=== block 1 ===
## src/rtl/sample_fifo.sv

```systemverilog
// ADC sample averager feeding a first-word-fall-through FIFO with sticky overflow.
// Latency: averaged word visible at out_data right after the edge of the window's last strobe.
// Backpressure: out_ready stalls the head; a push into a full FIFO without a pop is dropped.

module sample_fifo_store #(
    parameter int W          = 12,
    parameter int DEPTH_LOG2 = 4
) (
    input  logic                  clk,
    input  logic                  rst_n,
    input  logic                  push_vld,
    input  logic [W-1:0]          push_dat,
    input  logic                  pop_rdy,
    output logic                  head_vld,
    output logic [W-1:0]          head_dat,
    output logic [DEPTH_LOG2:0]   level,
    output logic                  drop
);
    localparam int DEPTH = 1 << DEPTH_LOG2;
    localparam logic [DEPTH_LOG2:0] FULL_LVL = DEPTH[DEPTH_LOG2:0];

    logic [W-1:0]            mem [DEPTH];
    logic [DEPTH_LOG2-1:0]   rd_ptr;
    logic [DEPTH_LOG2-1:0]   wr_ptr;
    logic                    full;
    logic                    do_pop;
    logic                    do_push;

    assign full     = (level == FULL_LVL);
    assign head_vld = (level != '0);
    assign head_dat = head_vld ? mem[rd_ptr] : '0;

    // When full, wr_ptr == rd_ptr, so a concurrent pop frees exactly the slot being written.
    assign do_pop  = head_vld && pop_rdy;
    assign do_push = push_vld && (!full || do_pop);
    assign drop    = push_vld && full && !do_pop;

    always_ff @(posedge clk) begin
        if (do_push) begin
            mem[wr_ptr] <= push_dat;
        end
    end

    always_ff @(posedge clk or negedge rst_n) begin
        if (!rst_n) begin
            rd_ptr <= '0;
            wr_ptr <= '0;
            level  <= '0;
        end else begin
            if (do_push) begin
                wr_ptr <= wr_ptr + 1'b1;
            end
            if (do_pop) begin
                rd_ptr <= rd_ptr + 1'b1;
            end
            case ({do_push, do_pop})
                2'b10:   level <= level + 1'b1;
                2'b01:   level <= level - 1'b1;
                default: level <= level;
            endcase
        end
    end
endmodule

module sample_fifo #(
    parameter int WIDTH      = 12,
    parameter int DEPTH_LOG2 = 4,
    parameter int AVG_LOG2   = 2
) (
    input  logic                  clk,
    input  logic                  rst_n,
    input  logic [WIDTH-1:0]      in_data,
    input  logic                  in_valid,
    output logic [WIDTH-1:0]      out_data,
    output logic                  out_valid,
    input  logic                  out_ready,
    output logic [DEPTH_LOG2:0]   level,
    output logic                  overflow,
    input  logic                  clear_ovf
);
    logic              win_vld;
    logic [WIDTH-1:0]  win_dat;
    logic              drop;

    if (AVG_LOG2 == 0) begin : g_pass
        assign win_vld = in_valid;
        assign win_dat = in_data;
    end else begin : g_avg
        localparam int ACC_W = WIDTH + AVG_LOG2;

        // Holds at most 2^AVG_LOG2-1 samples, so acc + in_data always fits ACC_W bits.
        logic [ACC_W-1:0]    acc;
        logic [ACC_W-1:0]    sum;
        logic [AVG_LOG2-1:0] cnt;
        logic                last;

        assign sum     = acc + ACC_W'(in_data);
        assign last    = (cnt == '1);
        assign win_vld = in_valid && last;
        assign win_dat = WIDTH'(sum >> AVG_LOG2);

        always_ff @(posedge clk or negedge rst_n) begin
            if (!rst_n) begin
                acc <= '0;
                cnt <= '0;
            end else if (in_valid) begin
                cnt <= cnt + 1'b1;
                acc <= last ? '0 : sum;
            end
        end
    end

    sample_fifo_store #(
        .W          (WIDTH),
        .DEPTH_LOG2 (DEPTH_LOG2)
    ) u_store (
        .clk      (clk),
        .rst_n    (rst_n),
        .push_vld (win_vld),
        .push_dat (win_dat),
        .pop_rdy  (out_ready),
        .head_vld (out_valid),
        .head_dat (out_data),
        .level    (level),
        .drop     (drop)
    );

    // A drop in the same cycle as clear_ovf keeps the flag set.
    always_ff @(posedge clk or negedge rst_n) begin
        if (!rst_n) begin
            overflow <= 1'b0;
        end else if (drop) begin
            overflow <= 1'b1;
        end else if (clear_ovf) begin
            overflow <= 1'b0;
        end
    end
endmodule

```

## config.mk

```make
export PLATFORM = sky130hd
export DESIGN_NAME = sample_fifo
export DESIGN_NICKNAME = d
export VERILOG_FILES = /design/src/rtl/sample_fifo.sv
export SDC_FILE = /design/constraint.sdc
export NUM_CORES = 1
export LEC_CHECK = 0
export ABC_AREA = 1
export CAP_MARGIN = 5
export CORE_UTILIZATION = 40
export DETAILED_ROUTE_END_ITERATION = 10
export PLACE_DENSITY = 0.67
export SLEW_MARGIN = 20
export SYNTH_ARGS = -nofsm -noshare
export SYNTH_HDL_FRONTEND = slang
export SYNTH_SLANG_ARGS = --single-unit
```

## constraint.sdc

```tcl
create_clock -name clk -period 1.8 [get_ports clk]
set_input_delay 0.36 -clock clk [delete_from_list [all_inputs] [get_ports clk]]
set_output_delay 0.36 -clock clk [all_outputs]
set_load 0.03 [all_outputs]
```

=== block 2 ===
[src/rtl/rv32_wb_pkg.sv]
`default_nettype none
// +----------------------------------------------------------------------+
// | rv32_wb_pkg : shared writeback entry type and default geometry       |
// | Revision    : 1.0                                                    |
// +----------------------------------------------------------------------+
package rv32_wb_pkg;

  localparam int NUM_SRC_DEF = 4;
  localparam int DEPTH_DEF   = 2;
  localparam int XLEN_DEF    = 32;

  typedef struct packed {
    logic [4:0]          rd;
    logic                fp;
    logic [XLEN_DEF-1:0] data;
    logic [31:0]         instr;
  } wb_entry_t;

endpackage
`default_nettype wire

[src/rtl/rv32_wb_fifo.sv]
`default_nettype none
// +----------------------------------------------------------------------+
// | rv32_wb_fifo : per-source result buffer, extra pointer bit for full  |
// | Revision     : 1.0                                                   |
// +----------------------------------------------------------------------+
module rv32_wb_fifo
  import rv32_wb_pkg::*;
#(
  parameter int  DEPTH = DEPTH_DEF,
  parameter type T     = wb_entry_t
) (
  input  logic clk_i,
  input  logic rst_ni,
  input  logic flush_i,
  input  logic push_i,
  input  logic pop_i,
  input  T     data_i,
  output T     data_o,
  output logic full_o,
  output logic empty_o
);

  localparam int AW = $clog2(DEPTH);
  localparam int PW = AW + 1;

  logic [AW:0] wr_ptr_q, wr_ptr_d;
  logic [AW:0] rd_ptr_q, rd_ptr_d;
  logic        w_push;
  logic        w_pop;
  T            mem_q [DEPTH];

  assign full_o  = (wr_ptr_q[AW] != rd_ptr_q[AW]) && (wr_ptr_q[AW-1:0] == rd_ptr_q[AW-1:0]);
  assign empty_o = (wr_ptr_q == rd_ptr_q);
  // full_o comes from registered pointers only, so a pop never frees a slot in the same cycle
  assign w_push  = push_i && !full_o && !flush_i;
  assign w_pop   = pop_i && !empty_o && !flush_i;
  assign data_o  = mem_q[rd_ptr_q[AW-1:0]];

  always_comb begin
    wr_ptr_d = wr_ptr_q;
    rd_ptr_d = rd_ptr_q;
    if (flush_i) begin
      wr_ptr_d = '0;
      rd_ptr_d = '0;
    end else begin
      if (w_push) wr_ptr_d = wr_ptr_q + PW'(1);
      if (w_pop)  rd_ptr_d = rd_ptr_q + PW'(1);
    end
  end

  always_ff @(posedge clk_i or negedge rst_ni) begin
    if (!rst_ni) begin
      wr_ptr_q <= '0;
      rd_ptr_q <= '0;
    end else begin
      wr_ptr_q <= wr_ptr_d;
      rd_ptr_q <= rd_ptr_d;
    end
  end

  always_ff @(posedge clk_i) begin
    if (w_push) mem_q[wr_ptr_q[AW-1:0]] <= data_i;
  end

endmodule
`default_nettype wire

[src/rtl/rv32_writeback_arbiter.sv]
`default_nettype none
// +----------------------------------------------------------------------+
// | rv32_writeback_arbiter : buffered round-robin register-file writeback|
// | Revision               : 1.0                                         |
// +----------------------------------------------------------------------+
module rv32_writeback_arbiter
  import rv32_wb_pkg::*;
#(
  parameter int NUM_SRC = NUM_SRC_DEF,
  parameter int DEPTH   = DEPTH_DEF,
  parameter int XLEN    = XLEN_DEF
) (
  input  logic                            clk_i,
  input  logic                            rst_ni,
  input  logic                            flush_i,
  input  logic [NUM_SRC-1:0]              src_valid_i,
  output logic [NUM_SRC-1:0]              src_ready_o,
  input  logic [NUM_SRC-1:0][4:0]         src_rd_i,
  input  logic [NUM_SRC-1:0]              src_fp_i,
  input  logic [NUM_SRC-1:0][XLEN-1:0]    src_data_i,
  input  logic [NUM_SRC-1:0][31:0]        src_instr_i,
  output logic                            wb_valid_o,
  output logic [4:0]                      wb_rd_o,
  output logic                            wb_fp_o,
  output logic [XLEN-1:0]                 wb_data_o,
  output logic [31:0]                     wb_instr_o,
  output logic [$clog2(NUM_SRC)-1:0]      wb_src_o
);

  localparam int SW = $clog2(NUM_SRC);

  // Same layout as wb_entry_t but sized by this instance's XLEN
  typedef struct packed {
    logic [4:0]      rd;
    logic            fp;
    logic [XLEN-1:0] data;
    logic [31:0]     instr;
  } entry_t;

  entry_t               w_din  [NUM_SRC];
  entry_t               w_dout [NUM_SRC];
  entry_t               w_sel;
  logic [NUM_SRC-1:0]   w_full;
  logic [NUM_SRC-1:0]   w_empty;
  logic [NUM_SRC-1:0]   w_pop;
  logic                 w_gnt;
  logic [SW-1:0]        w_gnt_idx;
  logic [SW-1:0]        w_cand;

  logic [SW-1:0]        rr_ptr_q, rr_ptr_d;
  logic                 wb_valid_q;
  entry_t               wb_q;
  logic [SW-1:0]        wb_src_q;

  for (genvar i = 0; i < NUM_SRC; i++) begin : g_src
    assign w_din[i] = '{rd: src_rd_i[i], fp: src_fp_i[i], data: src_data_i[i], instr: src_instr_i[i]};

    rv32_wb_fifo #(
      .DEPTH (DEPTH),
      .T     (entry_t)
    ) u_fifo (
      .clk_i   (clk_i),
      .rst_ni  (rst_ni),
      .flush_i (flush_i),
      .push_i  (src_valid_i[i]),
      .pop_i   (w_pop[i]),
      .data_i  (w_din[i]),
      .data_o  (w_dout[i]),
      .full_o  (w_full[i]),
      .empty_o (w_empty[i])
    );

    assign src_ready_o[i] = ~w_full[i];
    assign w_pop[i]       = w_gnt && (w_gnt_idx == SW'(i));
  end

  // rr_ptr_q holds the first index to search, i.e. last grant + 1
  always_comb begin
    w_gnt     = 1'b0;
    w_gnt_idx = '0;
    w_cand    = '0;
    for (int k = 0; k < NUM_SRC; k++) begin
      w_cand = SW'((int'(rr_ptr_q) + k) % NUM_SRC);
      if (!w_gnt && !w_empty[w_cand]) begin
        w_gnt     = 1'b1;
        w_gnt_idx = w_cand;
      end
    end
    if (flush_i) w_gnt = 1'b0;
  end

  always_comb begin
    rr_ptr_d = rr_ptr_q;
    if (w_gnt) rr_ptr_d = SW'((int'(w_gnt_idx) + 1) % NUM_SRC);
  end

  assign w_sel = w_dout[w_gnt_idx];

  always_ff @(posedge clk_i or negedge rst_ni) begin
    if (!rst_ni) begin
      rr_ptr_q   <= '0;
      wb_valid_q <= 1'b0;
      wb_q       <= '0;
      wb_src_q   <= '0;
    end else begin
      rr_ptr_q   <= rr_ptr_d;
      // x0 integer writes drain from the buffer but never reach the register file
      wb_valid_q <= w_gnt && (w_sel.fp || (w_sel.rd != 5'd0));
      if (w_gnt) begin
        wb_q     <= w_sel;
        wb_src_q <= w_gnt_idx;
      end
    end
  end

  assign wb_valid_o = wb_valid_q;
  assign wb_rd_o    = wb_q.rd;
  assign wb_fp_o    = wb_q.fp;
  assign wb_data_o  = wb_q.data;
  assign wb_instr_o = wb_q.instr;
  assign wb_src_o   = wb_src_q;

endmodule
`default_nettype wire

[config.mk]
export PLATFORM = sky130hd
export DESIGN_NAME = rv32_writeback_arbiter
export DESIGN_NICKNAME = d
export VERILOG_FILES = /design/src/rtl/rv32_wb_pkg.sv /design/src/rtl/rv32_wb_fifo.sv /design/src/rtl/rv32_writeback_arbiter.sv
export SDC_FILE = /design/constraint.sdc
export NUM_CORES = 1
export LEC_CHECK = 0
export CAP_MARGIN = 20
export CORE_ASPECT_RATIO = 0.75
export CORE_MARGIN = 4
export CORE_UTILIZATION = 46
export CTS_BUF_LIST = sky130_fd_sc_hd__clkbuf_8
export CTS_CLUSTER_SIZE = 24
export DETAILED_ROUTE_END_ITERATION = 10
export PLACE_DENSITY_LB_ADDON = 0.15
export RECOVER_POWER = 50
export SYNTH_ARGS = -nofsm -noshare
export SYNTH_HDL_FRONTEND = slang
export SYNTH_SLANG_ARGS = --single-unit
export TNS_END_PERCENT = 50
[constraint.sdc]
create_clock -name clk_i -period 7.8 [get_ports clk_i]
set_input_delay 0.78 -clock clk_i [delete_from_list [all_inputs] [get_ports clk_i]]
set_output_delay 0.78 -clock clk_i [all_outputs]
set_load 0.005 [all_outputs]
=== block 3 ===
### src/rtl/fir_atl_pkg.sv
// Shared types and default widths for the FirCM Atlantic receive endpoint.
// The entry struct describes one buffered sample at the default output width.
package fir_atl_pkg;

    localparam int DEF_IN_WIDTH  = 24;
    localparam int DEF_OUT_WIDTH = 16;

    typedef enum logic {
        IDLE,
        IN_PKT
    } frame_state_t;

    typedef struct packed {
        logic                     sop;
        logic                     eop;
        logic [DEF_OUT_WIDTH-1:0] data;
    } fifo_entry_t;

endpackage

### src/rtl/fir_sink_fifo.sv
// Synchronous FIFO with a registered first-word-fall-through output stage.
// fill counts every stored word, including the one held in the output register.
module fir_sink_fifo #(
    parameter int WIDTH = 18,
    parameter int DEPTH = 8,
    localparam int AW   = $clog2(DEPTH)
) (
    input  logic             clk,
    input  logic             rst,
    input  logic             push,
    input  logic [WIDTH-1:0] push_data,
    input  logic             pop,
    output logic             out_vld,
    output logic [WIDTH-1:0] out_data,
    output logic [AW:0]      fill
);

    logic [WIDTH-1:0] mem [DEPTH];
    logic [AW-1:0]    wr_ptr;
    logic [AW-1:0]    rd_ptr;
    logic [AW:0]      cnt;
    logic             take;
    logic             load;

    // The output register refills whenever it is empty or being consumed.
    assign take = out_vld && pop;
    assign load = (!out_vld || take) && (cnt != '0);
    assign fill = cnt + (AW+1)'(out_vld);

    // NOTE: sequential state uses <= so every register samples pre-edge values.
    always_ff @(posedge clk) begin
        if (rst) begin
            wr_ptr   <= '0;
            rd_ptr   <= '0;
            cnt      <= '0;
            out_vld  <= 1'b0;
            out_data <= '0;
        end else begin
            if (push) wr_ptr <= wr_ptr + AW'(1);
            if (load) begin
                rd_ptr   <= rd_ptr + AW'(1);
                out_data <= mem[rd_ptr];
                out_vld  <= 1'b1;
            end else if (take) begin
                out_vld  <= 1'b0;
            end
            cnt <= cnt + (AW+1)'(push) - (AW+1)'(load);
        end
    end

    // NOTE: storage has no reset; pointers and count alone define which words are live.
    always_ff @(posedge clk) begin
        if (push) mem[wr_ptr] <= push_data;
    end

    always_ff @(posedge clk) begin
        if (!rst) begin
            assert (!(push && fill == (AW+1)'(DEPTH)));
        end
    end

endmodule

### src/rtl/fir_atlantic_sink.sv
// Atlantic receive endpoint: rescales FIR results, buffers them, drives ena_o back-pressure.
// Define FIR_SINK_FRAME_CHECK_EN to enable the framing FSM, err_o and err_cnt.
module fir_atlantic_sink
    import fir_atl_pkg::*;
#(
    parameter int IN_WIDTH  = DEF_IN_WIDTH,
    parameter int OUT_WIDTH = DEF_OUT_WIDTH,
    parameter int SHIFT     = 8,
    parameter int PKT_LEN   = 16,
    parameter int DEPTH     = 8
) (
    input  logic                 clk,
    input  logic                 rst,
    input  logic                 dav_o,
    output logic                 ena_o,
    input  logic                 sop_o,
    input  logic                 eop_o,
    input  logic [IN_WIDTH-1:0]  dat_o,
    output logic [OUT_WIDTH-1:0] smp_data,
    output logic                 smp_sop,
    output logic                 smp_eop,
    output logic                 smp_vld,
    input  logic                 smp_rdy,
    output logic                 err_o,
    output logic [7:0]           err_cnt
);

    localparam int FW = $clog2(DEPTH) + 1;
    localparam int RND_BIT = (SHIFT > 0) ? SHIFT - 1 : 0;
    localparam logic signed [IN_WIDTH:0] RND =
        (SHIFT > 0) ? ((IN_WIDTH+1)'(1) << RND_BIT) : '0;
    localparam logic signed [IN_WIDTH:0] SAT_MAX = (IN_WIDTH+1)'(2**(OUT_WIDTH-1) - 1);
    localparam logic signed [IN_WIDTH:0] SAT_MIN = ~SAT_MAX;

    logic                       beat;
    logic                       keep;
    logic                       push;
    logic                       pop_fire;
    logic [FW-1:0]              fill;
    logic [FW-1:0]              fill_next;
    logic signed [IN_WIDTH:0]   rnd_sum;
    logic signed [IN_WIDTH:0]   shifted;
    logic [OUT_WIDTH-1:0]       sample;
    logic [OUT_WIDTH+1:0]       out_word;

    // One guard bit keeps the rounding carry from wrapping.
    // NOTE: always_comb assigns every output before any branch, so no latch is inferred.
    always_comb begin
        rnd_sum = $signed({dat_o[IN_WIDTH-1], dat_o}) + RND;
        shifted = rnd_sum >>> SHIFT;
        sample  = shifted[OUT_WIDTH-1:0];
        if (shifted > SAT_MAX)      sample = SAT_MAX[OUT_WIDTH-1:0];
        else if (shifted < SAT_MIN) sample = SAT_MIN[OUT_WIDTH-1:0];
    end

    assign beat      = ena_o;
    assign push      = beat && keep;
    assign pop_fire  = smp_vld && smp_rdy;
    assign fill_next = fill + FW'(push) - FW'(pop_fire);

    // Two free slots cover the beat that lands while ena_o is still registered high.
    always_ff @(posedge clk) begin
        if (rst) ena_o <= 1'b0;
        else     ena_o <= dav_o && (fill_next <= FW'(DEPTH - 3));
    end

`ifdef FIR_SINK_FRAME_CHECK_EN
    localparam int CW = $clog2(PKT_LEN + 1);

    frame_state_t  state;
    frame_state_t  state_next;
    logic [CW-1:0] beat_cnt;
    logic [CW-1:0] cnt_next;
    logic [CW-1:0] pos;
    logic          frame_err;

    // Position of the current beat; a sop always restarts the count.
    assign pos = sop_o ? CW'(1) : beat_cnt + CW'(1);

    always_ff @(posedge clk) begin
        if (rst) begin
            state    <= IDLE;
            beat_cnt <= '0;
        end else if (beat) begin
            state    <= state_next;
            beat_cnt <= cnt_next;
        end
    end

    always_comb begin
        state_next = state;
        cnt_next   = beat_cnt;
        if (state == IDLE && !sop_o) begin
            state_next = IDLE;
            cnt_next   = '0;
        end else if (eop_o || pos == CW'(PKT_LEN)) begin
            state_next = IDLE;
            cnt_next   = '0;
        end else begin
            state_next = IN_PKT;
            cnt_next   = pos;
        end
    end

    always_comb begin
        keep      = (state == IN_PKT) || sop_o;
        frame_err = !keep
                 || (state == IN_PKT && sop_o)
                 || (eop_o != (pos == CW'(PKT_LEN)));
    end

    always_ff @(posedge clk) begin
        if (rst) begin
            err_o   <= 1'b0;
            err_cnt <= '0;
        end else begin
            err_o <= beat && frame_err;
            if (beat && frame_err && err_cnt != 8'hFF) err_cnt <= err_cnt + 8'd1;
        end
    end
`else
    assign keep    = 1'b1;
    assign err_o   = 1'b0;
    assign err_cnt = '0;
`endif

    fir_sink_fifo #(
        .WIDTH (OUT_WIDTH + 2),
        .DEPTH (DEPTH)
    ) u_fifo (
        .clk       (clk),
        .rst       (rst),
        .push      (push),
        .push_data ({sop_o, eop_o, sample}),
        .pop       (smp_rdy),
        .out_vld   (smp_vld),
        .out_data  (out_word),
        .fill      (fill)
    );

    assign {smp_sop, smp_eop, smp_data} = out_word;

endmodule

### config.mk
export PLATFORM = sky130hd
export DESIGN_NAME = fir_atlantic_sink
export DESIGN_NICKNAME = d
export VERILOG_FILES = /design/src/rtl/fir_atl_pkg.sv /design/src/rtl/fir_sink_fifo.sv /design/src/rtl/fir_atlantic_sink.sv
export SDC_FILE = /design/constraint.sdc
export NUM_CORES = 1
export LEC_CHECK = 0
export CORE_UTILIZATION = 45
export DETAILED_ROUTE_END_ITERATION = 12
export GPL_ROUTABILITY_DRIVEN = 0
export HOLD_SLACK_MARGIN = 0.02
export PLACE_DENSITY = 0.74
export SETUP_SLACK_MARGIN = 0.5
export SYNTH_ARGS = -nofsm -noshare
export SYNTH_HDL_FRONTEND = slang
export SYNTH_SLANG_ARGS = --single-unit
### constraint.sdc
create_clock -name clk -period 6.4 [get_ports clk]
set_clock_uncertainty 0.1 [all_clocks]
set_input_delay 0.64 -clock clk [delete_from_list [all_inputs] [get_ports clk]]
set_output_delay 0.64 -clock clk [all_outputs]
set_load 0.1 [all_outputs]
=== block 4 ===
==> config.mk <==
export PLATFORM = sky130hd
export DESIGN_NAME = stage_mem_hs
export DESIGN_NICKNAME = d
export VERILOG_FILES = /design/src/rtl/stage_mem_hs_pkg.sv /design/src/rtl/stage_mem_hs_fsm.sv /design/src/rtl/stage_mem_hs.sv
export SDC_FILE = /design/constraint.sdc
export NUM_CORES = 1
export LEC_CHECK = 0
export ABC_AREA = 1
export ABC_CLOCK_PERIOD_IN_PS = 3200
export CORE_MARGIN = 5
export CORE_UTILIZATION = 44
export DETAILED_ROUTE_END_ITERATION = 8
export PLACE_DENSITY = 0.81
export SETUP_SLACK_MARGIN = 0.4
export SYNTH_ARGS = -nofsm -noshare
export SYNTH_HDL_FRONTEND = slang
export SYNTH_HIERARCHICAL = 1
export SYNTH_SLANG_ARGS = --single-unit
==> constraint.sdc <==
create_clock -name clk -period 3.2 [get_ports clk]
set_input_delay 0.96 -clock clk [delete_from_list [all_inputs] [get_ports clk]]
set_output_delay 0.96 -clock clk [all_outputs]
set_load 0.02 [all_outputs]
==> src/rtl/stage_mem_hs_pkg.sv <==
// Shared types and helpers for the handshaked MEM stage.
// FSM state, WB control bubble and parameter sanity check.
`ifndef STAGE_MEM_HS_PKG_SV
`define STAGE_MEM_HS_PKG_SV

`define STAGE_MEM_HS_CHECK(aw, dw, to) \
  if (((aw) > (dw)) || ((to) < 1)) begin : g_param_err \
    $error("stage_mem_hs: need ADDR_W <= DATA_W and TIMEOUT >= 1"); \
  end

package stage_mem_hs_pkg;

  typedef enum logic {
    IDLE = 1'b0,
    WAIT = 1'b1
  } state_e;

  typedef struct packed {
    logic res_src;
    logic reg_wr;
  } wb_ctrl_t;

  function automatic wb_ctrl_t bubble_ctrl();
    wb_ctrl_t c;
    c.res_src = 1'b0;
    c.reg_wr  = 1'b0;
    return c;
  endfunction

endpackage

`endif

==> src/rtl/stage_mem_hs_fsm.sv <==
// Access FSM: tracks an outstanding request, counts wait cycles
// and flags a hung access once TIMEOUT wait cycles have elapsed.
module mem_access_fsm
  import stage_mem_hs_pkg::*;
#(
  parameter int TIMEOUT = 16
) (
  input  logic clk,
  input  logic rst_n,
  input  logic access_i,
  input  logic ready_i,
  output logic req_o,
  output logic timeout_hit_o,
  output logic stall_o
);

  localparam int CW = $clog2(TIMEOUT + 1);

  state_e        state_q, state_d;
  logic [CW-1:0] cnt_q, cnt_d;

  always_ff @(posedge clk or negedge rst_n) begin
    if (!rst_n) begin
      state_q <= IDLE;
      cnt_q   <= '0;
    end else begin
      state_q <= state_d;
      cnt_q   <= cnt_d;
    end
  end

  // A coinciding ready always wins over the timeout.
  assign timeout_hit_o = (state_q == WAIT)
                       & (cnt_q == CW'(TIMEOUT))
                       & ~ready_i;

  assign req_o   = access_i & ~timeout_hit_o & rst_n;
  assign stall_o = req_o & ~ready_i;

  always_comb begin
    state_d = state_q;
    cnt_d   = cnt_q;
    unique case (state_q)
      IDLE: begin
        if (access_i && !ready_i) begin
          state_d = WAIT;
          cnt_d   = CW'(1);
        end
      end
      WAIT: begin
        if (ready_i || timeout_hit_o || !access_i) begin
          state_d = IDLE;
          cnt_d   = '0;
        end else begin
          cnt_d = cnt_q + CW'(1);
        end
      end
      default: begin
        state_d = IDLE;
        cnt_d   = '0;
      end
    endcase
  end

endmodule

==> src/rtl/stage_mem_hs.sv <==
// MEM pipeline stage with req/ready data-memory port, bubble
// insertion into WB, timeout watchdog and stall-cycle counter.
module stage_mem_hs
  import stage_mem_hs_pkg::*;
#(
  parameter int DATA_W  = 8,
  parameter int ADDR_W  = 8,
  parameter int REG_W   = 3,
  parameter int TIMEOUT = 16,
  parameter int CNT_W   = 16
) (
  input  logic              clk,
  input  logic              reset_n,
  input  logic              MemRead_MEM,
  input  logic              MemWrite_MEM,
  input  logic              ResultSrc_MEM,
  input  logic              RegWrite_MEM,
  input  logic [REG_W-1:0]  rd_MEM,
  input  logic [DATA_W-1:0] alu_result_MEM,
  input  logic [DATA_W-1:0] write_data_MEM,
  input  logic              err_clr,
  output logic              dmem_req,
  output logic              dmem_we,
  output logic [ADDR_W-1:0] dmem_addr,
  output logic [DATA_W-1:0] dmem_wdata,
  input  logic              dmem_ready,
  input  logic [DATA_W-1:0] dmem_rdata,
  output logic              stall_MEM,
  output logic [DATA_W-1:0] mem_data_out,
  output logic [DATA_W-1:0] alu_result_out,
  output logic              ResultSrc_WB,
  output logic              RegWrite_WB,
  output logic [REG_W-1:0]  rd_WB,
  output logic              mem_error,
  output logic [CNT_W-1:0]  stall_cycles
);

  `STAGE_MEM_HS_CHECK(ADDR_W, DATA_W, TIMEOUT)

  logic access, timeout_hit;

  assign access = MemRead_MEM | MemWrite_MEM;

  mem_access_fsm #(
    .TIMEOUT(TIMEOUT)
  ) u_fsm (
    .clk          (clk),
    .rst_n        (reset_n),
    .access_i     (access),
    .ready_i      (dmem_ready),
    .req_o        (dmem_req),
    .timeout_hit_o(timeout_hit),
    .stall_o      (stall_MEM)
  );

  assign dmem_we    = dmem_req & MemWrite_MEM;
  assign dmem_addr  = dmem_req ? alu_result_MEM[ADDR_W-1:0] : '0;
  assign dmem_wdata = dmem_req ? write_data_MEM : '0;

  wb_ctrl_t          ctrl_q, ctrl_d;
  logic [REG_W-1:0]  rd_q, rd_d;
  logic [DATA_W-1:0] md_q, md_d;
  logic [DATA_W-1:0] alu_q, alu_d;
  logic              err_q, err_d;
  logic [CNT_W-1:0]  sc_q, sc_d;

  always_comb begin
    ctrl_d = ctrl_q;
    rd_d   = rd_q;
    md_d   = md_q;
    alu_d  = alu_q;
    unique case (1'b1)
      !access: begin
        ctrl_d = '{res_src: ResultSrc_MEM, reg_wr: RegWrite_MEM};
        rd_d   = rd_MEM;
        md_d   = '0;
        alu_d  = alu_result_MEM;
      end
      access && dmem_ready: begin
        ctrl_d = '{res_src: ResultSrc_MEM, reg_wr: RegWrite_MEM};
        rd_d   = rd_MEM;
        md_d   = MemWrite_MEM ? '0 : dmem_rdata;
        alu_d  = alu_result_MEM;
      end
      access && !dmem_ready: begin
        // Stalled or timed out: WB sees a bubble, data fields hold.
        ctrl_d = bubble_ctrl();
        rd_d   = '0;
      end
    endcase
  end

  always_comb begin
    err_d = err_q;
    if (timeout_hit)  err_d = 1'b1;
    else if (err_clr) err_d = 1'b0;
    sc_d = sc_q;
    if (stall_MEM && !(&sc_q)) sc_d = sc_q + CNT_W'(1);
  end

  always_ff @(posedge clk or negedge reset_n) begin
    if (!reset_n) begin
      ctrl_q <= '0;
      rd_q   <= '0;
      md_q   <= '0;
      alu_q  <= '0;
      err_q  <= 1'b0;
      sc_q   <= '0;
    end else begin
      ctrl_q <= ctrl_d;
      rd_q   <= rd_d;
      md_q   <= md_d;
      alu_q  <= alu_d;
      err_q  <= err_d;
      sc_q   <= sc_d;
    end
  end

  assign ResultSrc_WB   = ctrl_q.res_src;
  assign RegWrite_WB    = ctrl_q.reg_wr;
  assign rd_WB          = rd_q;
  assign mem_data_out   = md_q;
  assign alu_result_out = alu_q;
  assign mem_error      = err_q;
  assign stall_cycles   = sc_q;

endmodule

Figure 1. Placement view (block 4).
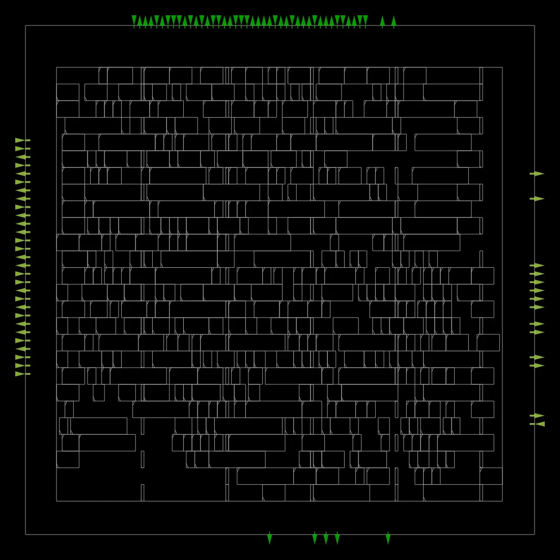
tap cells: 70
post-layout instance count excluding filler cells: 498

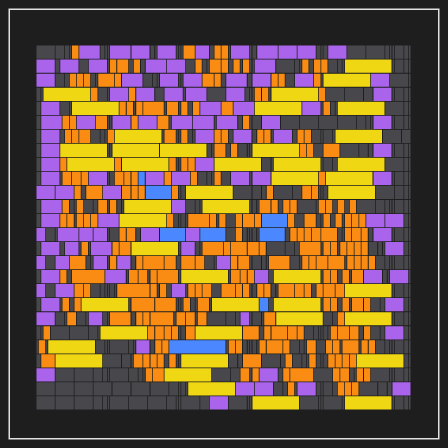
Figure 2: block 4, cells coloured by class.
Fill, decap, tap and diode cells in grey.
[purple] other buffers and delay cells | cells: 106
[blue] clock drivers and dummy loads | cells: 8
[orange] all other logic | cells: 270
[yellow] flip-flops | cells: 44
final core occ: 0.7076
standard cell core area: 5140 um^2
final instance area: 3637 um^2

==> run notes, block 4 <==
The run finished with clean final reports. After detailed routing, the average wire length per cell comes to 13.59 um. For this design the static power due to leakage is 1.787 nW.

Once detail routing completed, the nets flagged for antenna violations numbered 0. The proportion of cell area occupied by registers was 0.3027. The logs give 3.546 mm for the met2 layer wire length in the routed design and 0.297 for the power share of the combinational group. Together, buffers and inverters on the worst path number 4.

Once the clock tree was built, the setup fixing pass inserted 2 buffers. The non-clock buffer instance count of the final layout is 106, and the met1 demand-to-capacity share in global routing is 0.2207. The endpoint of the lowest-slack register-to-register path was stall_cycles[10]. In the final design database the tool counted 465 nets.

Detailed routing placed a total of 416 um of wire on met3. The run gives 0.4698 as the post-synthesis sequential area ratio.
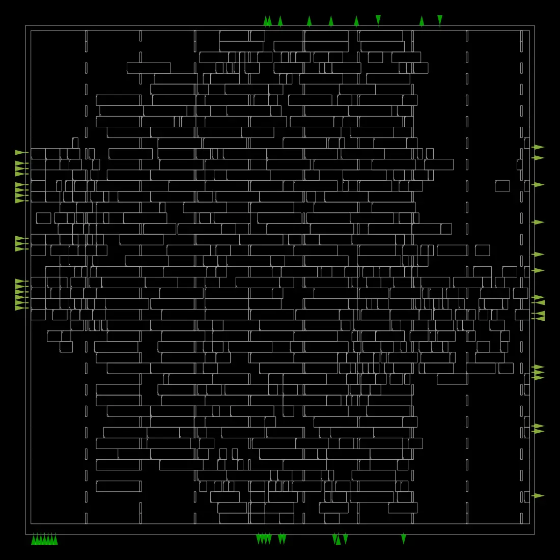
Figure 3: block 3, placement view.
number of sequential cells: 174
post-layout instance count excluding filler cells: 751
final-layout fill cell count: 1232
register fraction of the total cell area: 0.5851
standard cell core area: 15830 um^2

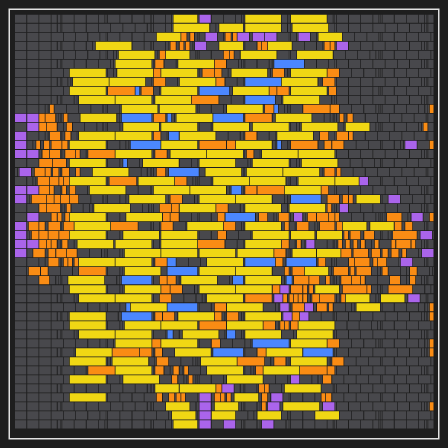
Figure 4: block 3, cells coloured by class.
Fill, decap, tap and diode cells in grey.
[orange] all other logic | cells: 276
[purple] other buffers and delay cells | cells: 53
[yellow] flip-flops | cells: 174
[blue] clock drivers and dummy loads | cells: 32
final instance area: 8419 um^2
final core occ: 0.5319
standard-cell row count: 46

==> run notes, block 3 <==
The run finished with clean final reports. Setup repair after global routing left no endpoint under its margin. Summing over the stages, the warning tally comes to 34. With the post-cts repair resize count at 0, the share of post-route cells with drive strength above 1 is 0.1271. Averaged over all synthesized cells, the footprint is 15.25 um^2. The internal portion of the total power is 2.382 mW. The detailed-placement wirelength estimate was 8.240 mm. The registers reported with the highest flop counts are u_fifo.mem x144, u_fifo.out_data x18, u_fifo.cnt x4. For the count of nets left with antenna violations after detail routing, the log shows 0. For the number of nets at the end of the flow, the log shows 565. In this design, the largest share of critical-path delay is due to simple AND/OR/NAND/NOR gates. The top cell type by instance count after synthesis was sky130_fd_sc_hd__edfxtp_1. The setup check on the worst reg-to-reg path leaves a slack of 2.47 ns. The report shows a maximum critical-path fanout of 21.

The run gives 0.4594 as the fraction of the core area occupied by cells at floorplan. The run gives 14 for the number of inverters outside the clock class in the layout. The tools report the max-slew violation count as 0. The top cell class by occupied area is registers. The power report lists the sequential group at 1.47 mW. The average routed wire per standard cell came out at 18.96 um. The number of antenna violations at the first check in global routing is 0, and the power spent charging and discharging nets is 1.464 mW. The portion of total power attributed to the clock network is 0.252, and the xor/xnor cell area share of the yosys netlist is 0.02047. After detailed routing, the number of vias per cell comes to 5.513. The run gives 0.05437 for the post-synthesis compound-gate area fraction. The clock H-tree reported by CTS has 4 levels.
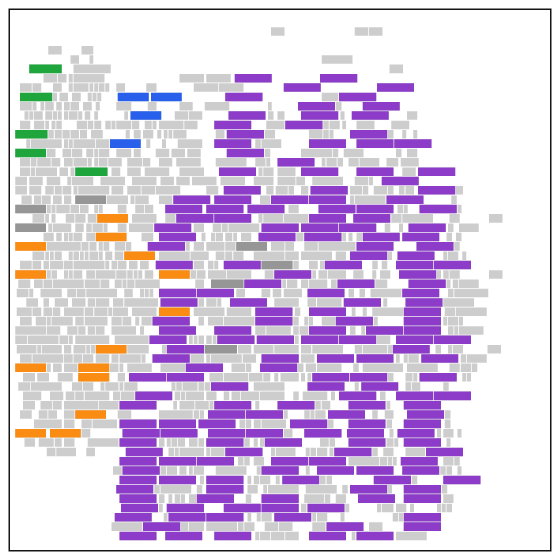
Figure 5: block 1, register map, names as in the netlist.
Other sequential cells in the stronger grey, the rest of the logic in the fainter grey.
[blue] u_store.wr_ptr | sequential cells: 4 | where: north-west
[orange] g_avg.acc | sequential cells: 14
[green] u_store.level | sequential cells: 5 | where: north-west
[purple] u_store.mem | sequential cells: 192
not coloured: 7

==> run notes, block 1 <==
The post-synthesis sequential area ratio was 0.6761; the max-slew violation count was 0. The worst-case setup margin in the final layout was -0.8220 ns. There are 222 flip-flops and latches. Combinational cells consume a total of 16.0 mW. Stage-log warning count: 32. The routed layout reports a DRC error count of 0. After routing the design area is 14000 um^2.

The highest metal layer with signal wires was met4. In the final run the clock tree shows a worst skew of 0.02707 ns. The count of final setup violators came out at 185.

The flow ran to the end, but the final reports show violations. OpenSTA lists the critical path startpoint as u_store.rd_ptr[0]. The proportion of cell area occupied by multi-input gates works out to 0.2660. The checks that failed: negative setup slack. Per the placement report, the placed cell count is 1222. TritonCTS built the clock tree. For the power share of the combinational group, the log shows 0.560.

Post-synthesis compound-gate area fraction: 0.1220. The post-cts repair resize count was 126; the number of buffers added by the clock tree synthesis step was 24. The routed metal-1 wire length came out at 10.82 mm.
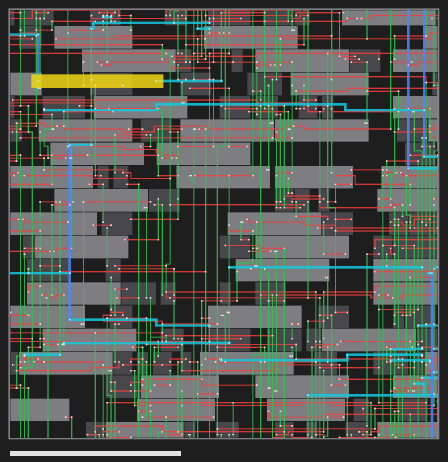
Figure 6: block 2, close-up of the layout.
The bar under the picture is 20 um long. Region (45, 28) to (95, 78) um. Cells in grey, sequential cells in the stronger grey; small squares are vias.
[green] met2
[cyan] met3
[red] met1
[yellow] met5
[blue] met4
cells with their middle in the window: 106
netlist names of flops here include: g_src.u_fifo.mem_q (30), wb_data_o (9)
sequential cells in the window: 39
most frequent: edfxtp_1 (30), o211ai_1 (10)

==> run notes, block 2 <==
After legalization and detailed placement, the total HPWL measured 44.69 mm. Once the clock tree was built, the setup fixing pass inserted 0 buffers. For the maximum number of buffers from clock root to sink, the log shows 3. The register with the most flip-flops in the layout has 560 of them. Counting flops with a built-in enable in the synthesized netlist gives 560. The max-slew violation count was 151.

The group drawing the most power is combinational cells. For the met2 usage in global routing, the log shows 0.3652. The run finished, with violations left. Multi-input combinational cells in the finished layout were counted as 815. The tools report the max-cap violation count as 4.

The detailed router reports a met3 wire length of 5.495 mm. VDD sags by at most 0.5475 mV. The worst register-to-register path has a depth of 10. The checks that failed: max-capacitance violations, max-slew violations. Dividing the synthesized area by the synthesized cell count gives 16.38 um^2.

==> notes/layouts.md <==
Pictures saved along the way, in no particular order.

Wire density map.
(a)
The bar under the picture is 20 um long. 17 x 17 tiles, from black (low) to pale yellow (high), scaled to the fullest tile. Values are wire area over tile area, all layers added.
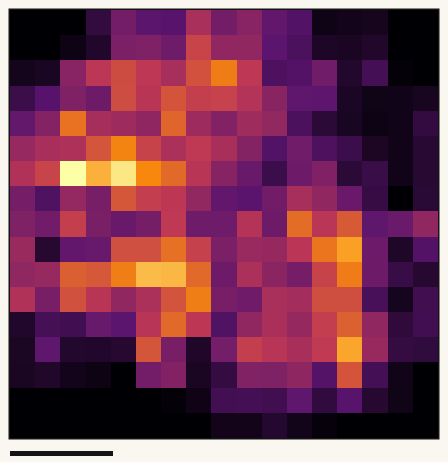
(b)
The bar under the picture is 50 um long. 26 x 26 tiles, from black (low) to pale yellow (high), scaled to the fullest tile. Values are wire area over tile area, all layers added.
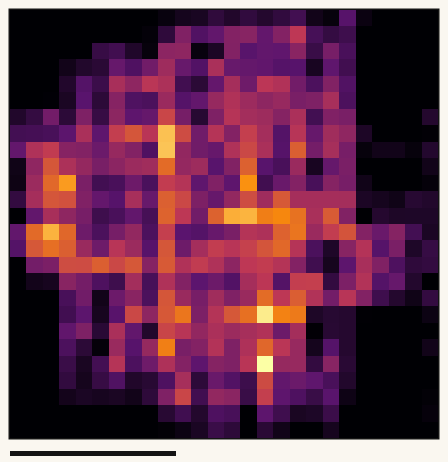
(c)
The bar under the picture is 50 um long. 31 x 31 tiles, from black (low) to pale yellow (high), scaled to the fullest tile. Values are wire area over tile area, all layers added.
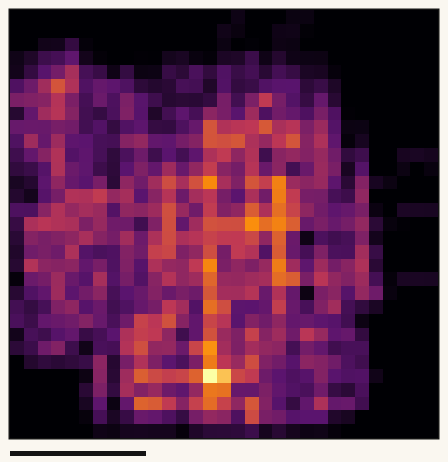
(d)
The bar under the picture is 100 um long. 28 x 21 tiles, from black (low) to pale yellow (high), scaled to the fullest tile. Values are wire area over tile area, all layers added.
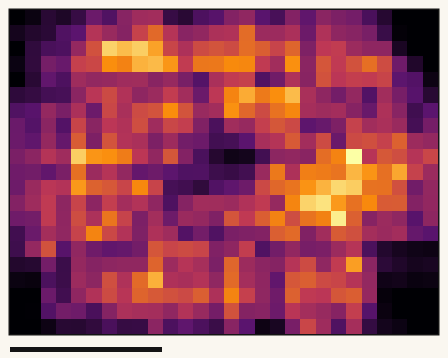
- (c) = block 1
- (d) = block 2
- (a) = block 4
- (b) = block 3
- largest die: (d)

Key to (b):
tiles over half the peak: 11%
nearly empty tiles: 25%
emptiest ninth of the die: south-east
densest ninth of the die: centre



==> gallery <==
Register map, names as in the netlist.
Other sequential cells in the stronger grey, the rest of the logic in the fainter grey.
picture 1
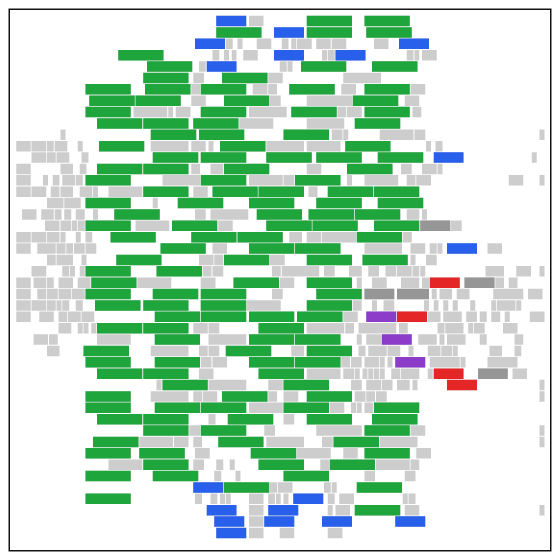
picture 2
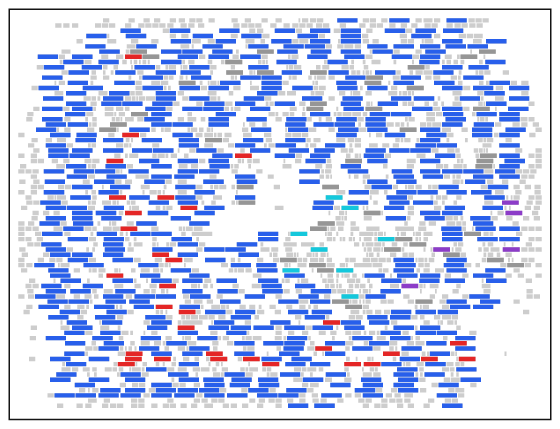
picture 3
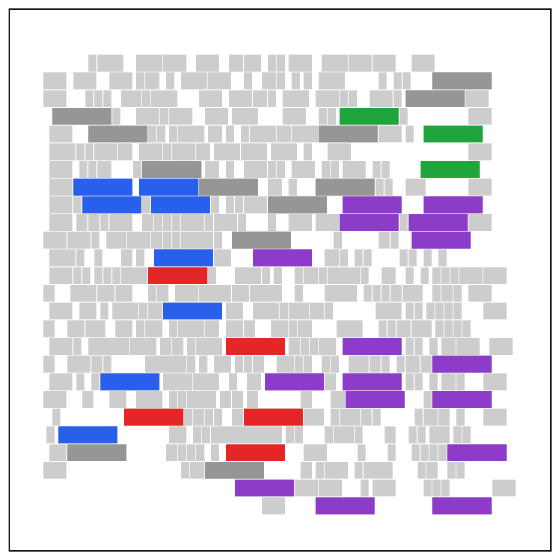
- fewest sequential cells: picture 3
- most cells: picture 2
picture 3 -> block 4
picture 1 -> block 3
picture 2 -> block 2


==> notes/layouts.md <==
Pictures saved along the way, in no particular order.

Close-up of the layout.
image #1
The bar under the picture is 20 um long. Region (0, 0) to (50, 50) um. Cells in grey, sequential cells in the stronger grey; small squares are vias.
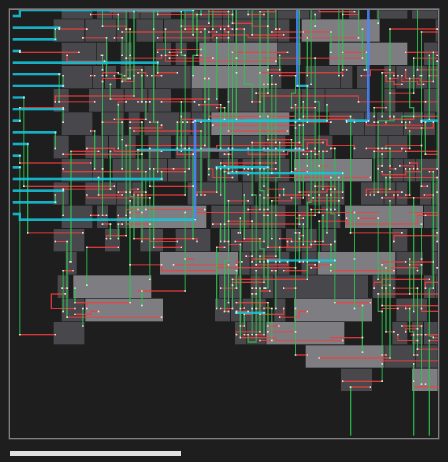
image #2
The bar under the picture is 20 um long. Region (14, 14) to (64, 64) um. Cells in grey, sequential cells in the stronger grey; small squares are vias.
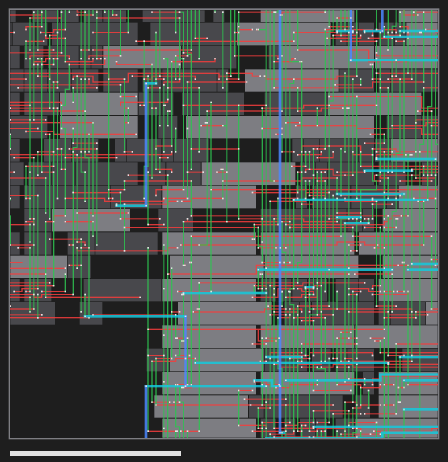
image #3
The bar under the picture is 20 um long. Region (7, 7) to (57, 57) um. Cells in grey, sequential cells in the stronger grey; small squares are vias.
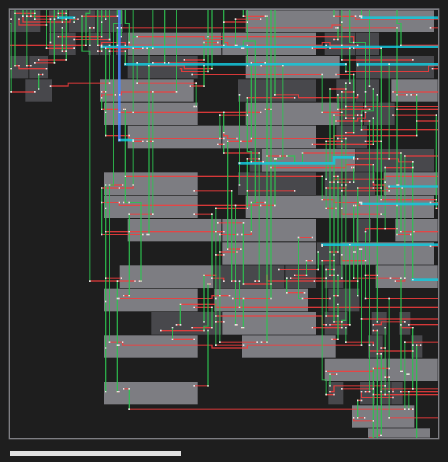
- smallest die: image #1
- largest die: image #2
block 3 -> image #3
block 1 -> image #2
block 4 -> image #1

Key to image #2:
[green] met2
[cyan] met3
[red] met1
[blue] met4
sequential cells in the window: 37
most frequent: edfxtp_1 (31), nor2_1 (16), buf_4 (10)
netlist names of flops here include: u_store.mem (31), g_avg.acc (5)
cells with their middle in the window: 143

Power figures rest on the tool's default switching activity, not on a simulated workload.
